=== design 1 ===
Fig. 1: design 1, supply network
Scale: 3 px per um. Pins as bars on the die edge.
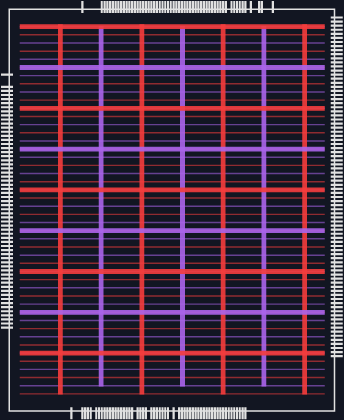
Fig. 2: design 1, cell area per tile
Scale: 3 px per um. 11 x 13 tiles, from black (low) to pale yellow (high), 0 to 100% covered.
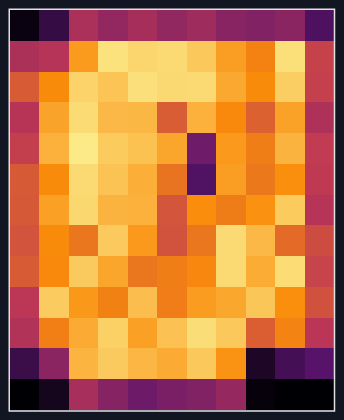
Fig. 3: design 1, the clock network
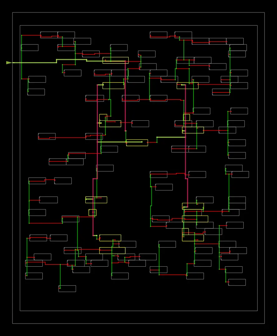
### config.mk
export PLATFORM = sky130hd
export DESIGN_NAME = instr_fetch
export DESIGN_NICKNAME = d
export VERILOG_FILES = /design/src/rtl/mips_pkg.sv /design/src/rtl/next_pc_mux.sv /design/src/rtl/instr_fetch.sv
export SDC_FILE = /design/constraint.sdc
export NUM_CORES = 1
export LEC_CHECK = 0
export ABC_AREA = 1
export CAP_MARGIN = 15
export CORE_ASPECT_RATIO = 1.25
export CORE_MARGIN = 3
export CORE_UTILIZATION = 41
export CTS_CLUSTER_DIAMETER = 30
export CTS_CLUSTER_SIZE = 28
export DETAILED_ROUTE_END_ITERATION = 8
export PLACE_DENSITY = 0.81
export REMOVE_ABC_BUFFERS = 1
export SYNTH_ARGS = -nofsm -noshare
export SYNTH_HDL_FRONTEND = slang
export SYNTH_SLANG_ARGS = --single-unit
### constraint.sdc
create_clock -name clk -period 2.98 [get_ports clk]
set_clock_uncertainty 0.15 [all_clocks]
set_input_delay 0.745 -clock clk [delete_from_list [all_inputs] [get_ports clk]]
set_output_delay 0.745 -clock clk [all_outputs]
set_load 0.02 [all_outputs]
### src/rtl/mips_pkg.sv
// Shared types and constants for the MIPS pipeline.
// PC-select encoding, fetch FSM states, instruction width and NOP.
package mips_pkg;

  localparam int INSTR_W = 32;

  localparam logic [INSTR_W-1:0] NOP_INSTR = '0;

  typedef enum logic [1:0] {
    PC_SEQ    = 2'b00,
    PC_BRANCH = 2'b01,
    PC_JUMP   = 2'b10,
    PC_JR     = 2'b11
  } pc_src_t;

  typedef enum logic [0:0] {
    RUN  = 1'b0,
    HALT = 1'b1
  } fetch_state_t;

endpackage

### src/rtl/next_pc_mux.sv
// Next-PC select: pc+4, branch, jump, jump-register, plus alignment.
// In: pc, pc_src, targets, jump index, pc4_hi. Out: pc_plus4, next_pc, redirect, misaligned.
module next_pc_mux
  import mips_pkg::*;
(
  input  logic [INSTR_W-1:0] pc,
  input  pc_src_t            pc_src,
  input  logic [INSTR_W-1:0] branch_target,
  input  logic [25:0]        jump_index,
  input  logic [INSTR_W-1:0] jr_target,
  input  logic [3:0]         pc4_hi,
  output logic [INSTR_W-1:0] pc_plus4,
  output logic [INSTR_W-1:0] next_pc,
  output logic               redirect,
  output logic               misaligned
);

  assign pc_plus4 = pc + 32'd4;

  always_comb begin
    next_pc = pc_plus4;
    unique case (1'b1)
      (pc_src == PC_SEQ):    next_pc = pc_plus4;
      (pc_src == PC_BRANCH): next_pc = branch_target;
      (pc_src == PC_JUMP):   next_pc = {pc4_hi, jump_index, 2'b00};
      (pc_src == PC_JR):     next_pc = jr_target;
    endcase
  end

  assign redirect   = (pc_src != PC_SEQ);
  assign misaligned = redirect && (next_pc[1:0] != 2'b00);

endmodule

### src/rtl/instr_fetch.sv
// IF stage: PC register, sync-ROM addressing and IF/ID register.
// In: clk, reset, stall, pc_src, targets, imem_rdata. Out: imem_*, pc, if_id_*, fetch_err.
module instr_fetch #(
  parameter logic [31:0] RESET_PC  = 32'h0000_0000,
  parameter logic [31:0] NOP_INSTR = mips_pkg::NOP_INSTR
) (
  input  logic        clk,
  input  logic        reset,
  input  logic        stall,
  input  logic [1:0]  pc_src,
  input  logic [31:0] branch_target,
  input  logic [25:0] jump_index,
  input  logic [31:0] jr_target,
  output logic [31:0] imem_addr,
  output logic        imem_en,
  input  logic [31:0] imem_rdata,
  output logic [31:0] pc,
  output logic [31:0] if_id_instr,
  output logic [31:0] if_id_pc4,
  output logic        if_id_valid,
  output logic        fetch_err
);

  import mips_pkg::*;

  fetch_state_t state;

  logic [31:0] pc_plus4;
  logic [31:0] next_pc;
  logic        redirect;
  logic        misaligned;

  next_pc_mux u_next_pc_mux (
    .pc            (pc),
    .pc_src        (pc_src_t'(pc_src)),
    .branch_target (branch_target),
    .jump_index    (jump_index),
    .jr_target     (jr_target),
    .pc4_hi        (if_id_pc4[31:28]),
    .pc_plus4      (pc_plus4),
    .next_pc       (next_pc),
    .redirect      (redirect),
    .misaligned    (misaligned)
  );

  // ROM address tracks what pc will hold after this edge, so
  // imem_rdata always belongs to the current pc.
  always_comb begin
    imem_addr = next_pc;
    imem_en   = 1'b1;
    if (reset) begin
      imem_addr = RESET_PC;
      imem_en   = 1'b1;
    end else if (state == HALT) begin
      imem_addr = pc;
      imem_en   = 1'b0;
    end else if (redirect && misaligned) begin
      imem_addr = pc;
      imem_en   = 1'b0;
    end else if (redirect) begin
      imem_addr = next_pc;
      imem_en   = 1'b1;
    end else if (stall) begin
      imem_addr = pc;
      imem_en   = 1'b0;
    end
  end

  always_ff @(posedge clk) begin
    if (reset) begin
      state       <= RUN;
      pc          <= RESET_PC;
      if_id_instr <= NOP_INSTR;
      if_id_pc4   <= '0;
      if_id_valid <= 1'b0;
      fetch_err   <= 1'b0;
    end else if (state == RUN) begin
      if (redirect && misaligned) begin
        state       <= HALT;
        fetch_err   <= 1'b1;
        if_id_valid <= 1'b0;
        if_id_instr <= NOP_INSTR;
      end else if (redirect) begin
        pc          <= next_pc;
        if_id_valid <= 1'b0;
        if_id_instr <= NOP_INSTR;
      end else if (!stall) begin
        pc          <= pc_plus4;
        if_id_instr <= imem_rdata;
        if_id_pc4   <= pc_plus4;
        if_id_valid <= 1'b1;
      end
    end
  end

endmodule

==> qor.csv <==
metric,value,unit
crit share post-route,99.68,%
Worst-Margin Slew,0.4297,ns
async set-reset flop share out of synthesis,0,%
Max-slew headroom,71.35,%
CP arrival,2.08,ns
"slowest stage cell, crit path",buf_8,
Leak Pwr,4.064,nW
Top class by area,non-clock buffers,
top routing layer in use,met4,
clock network area share,3.616,%
"Distinct cells, synth",29,
first-pass GRT wire length,34090,um
Ys Warns,0,
max-cap violations,0,
WL met3,1709,um
yosys adder share,0.2350,%
initial DRC count,542,
metal2 WL,11120,um
worst r2r src,state$_SDFF_PP0_,
# setup viols final,0,
Init Core Util,42.79,%
Initial DRT Pass Iterations,5,
vias per std cell,5.119,
nets@finish,1331,
pre-CTS WS,-0.9105,ns
Top power group,sequential cells,
biggest regs,"if_id_instr x32, if_id_pc4 x32, pc x32",
worst path bufs/invs,3,
area grow syn2layout,80.71,%
io pins,258,
f_max,0.3367,GHz
main flop type,dfxtp_1,
status,"complete, no violations",
n_diodes,0,
PD cells,427.9,nW/um^2
"Min Clock Period, post-route",2.970,ns
Core Rows,45,
fraction of area in multi-input gates,33.89,%
critical-path cell list,"buf_12, nor2_8, nand2_2, nand3_2, nand2_2, nand2_4, nand3_4, buf_8, o21ai_0, buf_4",
drt drc,0,
## Picture notes: Fig. 1
Key: purple = VDD; red = VSS
46 met1 rails follow the rows. 9 straps on met5. 258 signal pins sit on the boundary. The core has 45 rows.
area of the core: 12,440 sq um
die span in y: 133.4 um
VDD IR-drop max: 262.7 uV
Die W: 107.9 um

## Picture notes: Fig. 2
47% of the tiles are over 75% full. The fullest tile reaches 95%. The emptiest ninth of the die: lower right. 2.8% of the tiles are nearly empty. The mean over all tiles is 65%.

## Picture notes: Fig. 3
clk latency of the worst-skew pair: 0.35 ns
FFs & Latches: 99
Clk. pwr: 1.39 mW
number of clock buffers in the layout: 9
clock sink total: 99


=== design 2 ===
**src/rtl/dynamic_display_scanner_pkg.sv**
```systemverilog
// Shared types and constants for the dynamic display (DD) 7-segment scan path.
// Ports: none (package). Provides DD_* path/array types, DD_InArrayAt accessor,
//        LED_i_POS byte positions, DEF_COUNT / CountPath, LED_CTRL_* codes, DD_DigitPath.
package BasicTypes;

    localparam int DD_NUMBER      = 2;   // displays driven in lock-step
    localparam int DD_DIGIT_NUM   = 4;   // digits per display
    localparam int DD_SEG_WIDTH   = 8;   // 7 segments + dp
    localparam int DD_IN_WIDTH    = 32;  // source word per display
    localparam int DD_DIGIT_WIDTH = 2;

    typedef logic [DD_SEG_WIDTH-1:0]            DD_Path;
    typedef logic [DD_DIGIT_NUM-1:0]            DD_GatePath;
    typedef logic [DD_IN_WIDTH-1:0]             DD_InPath;
    typedef logic [DD_NUMBER*DD_IN_WIDTH-1:0]   DD_InArray;
    typedef logic [DD_NUMBER*DD_SEG_WIDTH-1:0]  DD_OutArray;
    typedef logic [DD_NUMBER*DD_DIGIT_NUM-1:0]  DD_GateArray;
    typedef logic [DD_DIGIT_WIDTH-1:0]          DD_DigitPath;

    typedef logic [31:0] CyclePath;
    typedef logic [27:0] CountPath;

    localparam CountPath DEF_COUNT = 28'h3000;

    localparam logic LED_CTRL_SORT_RESULT = 1'b0;
    localparam logic LED_CTRL_USER        = 1'b1;

    // Digit 0 is the leftmost digit and takes the most significant byte.
    localparam int LED_0_POS = 24;
    localparam int LED_1_POS = 16;
    localparam int LED_2_POS = 8;
    localparam int LED_3_POS = 0;

    function automatic DD_InPath DD_InArrayAt(input DD_InArray arr, input int d);
        return arr[d*DD_IN_WIDTH +: DD_IN_WIDTH];
    endfunction

    function automatic logic [4:0] led_pos(input DD_DigitPath digit);
        logic [4:0] pos;
        case (digit)
            2'd0:    pos = 5'(LED_0_POS);
            2'd1:    pos = 5'(LED_1_POS);
            2'd2:    pos = 5'(LED_2_POS);
            default: pos = 5'(LED_3_POS);
        endcase
        return pos;
    endfunction

endpackage

```
**src/rtl/dynamic_display_scanner_hex_to_seg7.sv**
```systemverilog
// Combinational hex nibble to active-low 7-segment byte (bit7 = dp, always off).
// Ports: hex_i [3:0] nibble in; seg_o [7:0] segment byte out, bit order dp,g,f,e,d,c,b,a.
// Zero latency; no flow control.
module hex_to_seg7
    import BasicTypes::*;
(
    input  logic [3:0] hex_i,
    output DD_Path     seg_o
);

    always_comb begin
        seg_o = 8'hFF;
        case (hex_i)
            4'h0: seg_o = 8'hC0;
            4'h1: seg_o = 8'hF9;
            4'h2: seg_o = 8'hA4;
            4'h3: seg_o = 8'hB0;
            4'h4: seg_o = 8'h99;
            4'h5: seg_o = 8'h92;
            4'h6: seg_o = 8'h82;
            4'h7: seg_o = 8'hF8;
            4'h8: seg_o = 8'h80;
            4'h9: seg_o = 8'h90;
            4'hA: seg_o = 8'h88;
            4'hB: seg_o = 8'h83;
            4'hC: seg_o = 8'hC6;
            4'hD: seg_o = 8'hA1;
            4'hE: seg_o = 8'h86;
            4'hF: seg_o = 8'h8E;
            default: seg_o = 8'hFF;
        endcase
    end

endmodule

```
**src/rtl/dynamic_display_scanner.sv**
```systemverilog
// Scan controller for two 4-digit 7-segment displays; source latched once per frame.
// Ports: clk, rst_n, ledCtrl, cycle, sortCount, userData in; ddOut, ddGate, frameTick out.
// Optional DD_GHOST_BLANK_EN: blank the first BLANK_COUNT cycles of every digit slot.
module dynamic_display_scanner
    import BasicTypes::*;
#(
    parameter int unsigned SCAN_COUNT  = DEF_COUNT,
    parameter int unsigned BLANK_COUNT = 16
) (
    input  logic        clk,
    input  logic        rst_n,
    input  logic        ledCtrl,
    input  CyclePath    cycle,
    input  CyclePath    sortCount,
    input  DD_InArray   userData,
    output DD_OutArray  ddOut,
    output DD_GateArray ddGate,
    output logic        frameTick
);

    // Configuration sanity checks at elaboration.
    if (SCAN_COUNT < 2) begin : g_bad_scan
        $error("SCAN_COUNT must be >= 2");
    end
    if (BLANK_COUNT >= SCAN_COUNT) begin : g_bad_blank
        $error("BLANK_COUNT must be < SCAN_COUNT");
    end

    CountPath    presc_q,  presc_d;
    DD_DigitPath digit_q,  digit_d;
    DD_InArray   shadow_q, shadow_d;
    logic        mode_q,   mode_d;
    logic        first_q,  first_d;
    DD_OutArray  out_q,    out_d;
    DD_GateArray gate_q,   gate_d;
    logic        tick_q,   tick_d;

    logic wrap;
    logic frame_start;

    logic [3:0] nib      [DD_NUMBER];
    DD_Path     seg      [DD_NUMBER];
    DD_Path     usr_byte [DD_NUMBER];
    DD_InPath   word     [DD_NUMBER];

    assign wrap        = (presc_q == CountPath'(SCAN_COUNT - 1));
    // first_q marks the cycle after reset release so the first slot also loads a frame.
    assign frame_start = first_q | (wrap & (digit_q == DD_DigitPath'(DD_DIGIT_NUM - 1)));

    for (genvar g = 0; g < DD_NUMBER; g++) begin : g_disp
        assign word[g]     = DD_InArrayAt(shadow_q, g);
        // Leftmost digit shows the most significant nibble of the low 16 bits.
        assign nib[g]      = word[g][{~digit_q, 2'b00} +: 4];
        assign usr_byte[g] = word[g][led_pos(digit_q) +: 8];

        hex_to_seg7 u_seg (
            .hex_i (nib[g]),
            .seg_o (seg[g])
        );
    end

    always_comb begin
        presc_d  = presc_q;
        digit_d  = digit_q;
        shadow_d = shadow_q;
        mode_d   = mode_q;
        first_d  = 1'b0;
        tick_d   = frame_start;
        gate_d   = '0;
        out_d    = '1;

        // Prescaler holds at 0 during the load cycle so slot 0 is a full SCAN_COUNT long.
        if (!first_q) begin
            if (wrap) begin
                presc_d = '0;
                digit_d = digit_q + 2'd1;
            end else begin
                presc_d = presc_q + CountPath'(1);
            end
        end

        if (frame_start) begin
            shadow_d = (ledCtrl == LED_CTRL_USER) ? userData : {sortCount, cycle};
            mode_d   = ledCtrl;
        end

        // Shadow is not valid until the first load lands, so stay dark that cycle.
        if (!first_q) begin
            for (int d = 0; d < DD_NUMBER; d++) begin
                gate_d[d*DD_DIGIT_NUM +: DD_DIGIT_NUM] = DD_GatePath'(4'b0001 << digit_q);
                out_d[d*DD_SEG_WIDTH +: DD_SEG_WIDTH]  =
                    (mode_q == LED_CTRL_USER) ? usr_byte[d] : seg[d];
            end
`ifdef DD_GHOST_BLANK_EN
            // Dark lead-in at each slot start hides segment ghosting on digit change.
            if (presc_q < CountPath'(BLANK_COUNT)) begin
                gate_d = '0;
                out_d  = '1;
            end
`endif
        end
    end

    always_ff @(posedge clk or negedge rst_n) begin
        if (!rst_n) begin
            presc_q  <= '0;
            digit_q  <= '0;
            shadow_q <= '0;
            mode_q   <= 1'b0;
            first_q  <= 1'b1;
            out_q    <= '1;
            gate_q   <= '0;
            tick_q   <= 1'b0;
        end else begin
            presc_q  <= presc_d;
            digit_q  <= digit_d;
            shadow_q <= shadow_d;
            mode_q   <= mode_d;
            first_q  <= first_d;
            out_q    <= out_d;
            gate_q   <= gate_d;
            tick_q   <= tick_d;
        end
    end

    assign ddOut     = out_q;
    assign ddGate    = gate_q;
    assign frameTick = tick_q;

endmodule

```
**config.mk**
```make
export PLATFORM = sky130hd
export DESIGN_NAME = dynamic_display_scanner
export DESIGN_NICKNAME = d
export VERILOG_FILES = /design/src/rtl/dynamic_display_scanner_pkg.sv /design/src/rtl/dynamic_display_scanner_hex_to_seg7.sv /design/src/rtl/dynamic_display_scanner.sv
export SDC_FILE = /design/constraint.sdc
export NUM_CORES = 1
export LEC_CHECK = 0
export CAP_MARGIN = 5
export CORE_AREA = 2 2 124 126
export DETAILED_ROUTE_END_ITERATION = 16
export DIE_AREA = 0 0 126 128
export GPL_TIMING_DRIVEN = 0
export PLACE_DENSITY = 0.81
export SYNTH_ARGS = -nofsm -noshare
export SYNTH_HDL_FRONTEND = slang
export SYNTH_SLANG_ARGS = --single-unit
```
**constraint.sdc**
```tcl
create_clock -name clk -period 2.6 [get_ports clk]
set_input_delay 0.52 -clock clk [delete_from_list [all_inputs] [get_ports clk]]
set_output_delay 0.52 -clock clk [all_outputs]
set_load 0.01 [all_outputs]
```
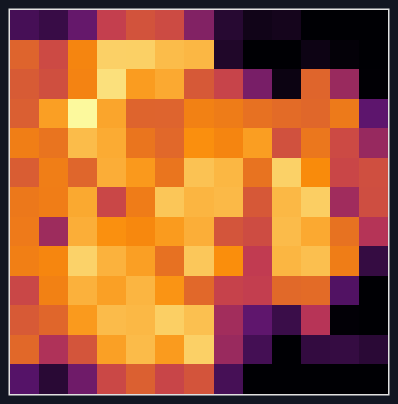
Fig. 4. Cell area per tile (design 2).
Scale: 3 px per um. 13 x 13 tiles, from black (low) to pale yellow (high), 0 to 100% covered.
10% of the tiles are nearly empty. 30% of the tiles are over 75% full. The mean over all tiles is 56%. The fullest tile reaches 99%. The emptiest ninth of the die: lower right.

==> qor.csv <==
metric,value,unit
status,"complete, no violations",
initial DRC count,448,
nonclk inv count,8,
share of layout cells above drive strength 1,13.94,%
max-cap violations,0,
Worst-Margin Slew,0.7778,ns
met3 usage,5.760,%
first-pass GRT wire length,30060,um
setup TNS,0,ns
CP arrival,2.84,ns
f_max,0.3976,GHz
Routed wire per std cell,17.13,um
Worst setup EP type,flop,
top cells by area,"dfrtp_1, mux2i_1, dfstp_2",
Comb. pwr,0.954,mW
async set-reset flop share out of synthesis,100.0,%
ao+oa area frac,11.67,%
HPWL Detailed,13340,um
worst path bufs/invs,4,
area grow syn2layout,37.17,%
mean post-synth cell area,9.771,sq um
"area leader, netlist",dfrtp_1,
combinational gates,513,
CTS Root Cell,clkbuf_16,
io pins,156,
FFs & Latches,117,
fraction of area in multi-input gates,38.04,%
critical path's top delay family,buffers and inverters,
aggregate global routing overflow,0,
Register Area,2952,sq um


## Gallery

Met2 routing.
Scale: 3 px per um.
(a)
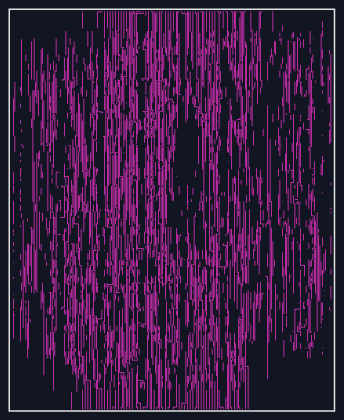
(b)
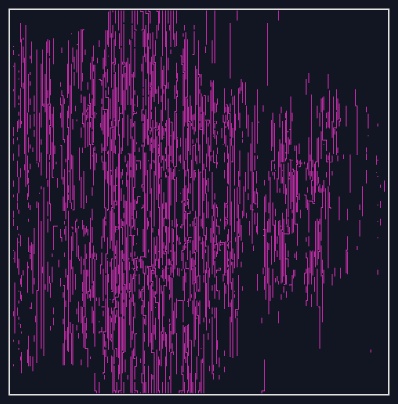
(a) comes from design 1.
(b) comes from design 2.

Key to (b):
The layer holds 49% of the routed length. The longest straight run is 56.1 um. 829 nets have wire on it. The wires run mostly vertical.

No activity file was given, so power comes from the tool's default toggle rates.
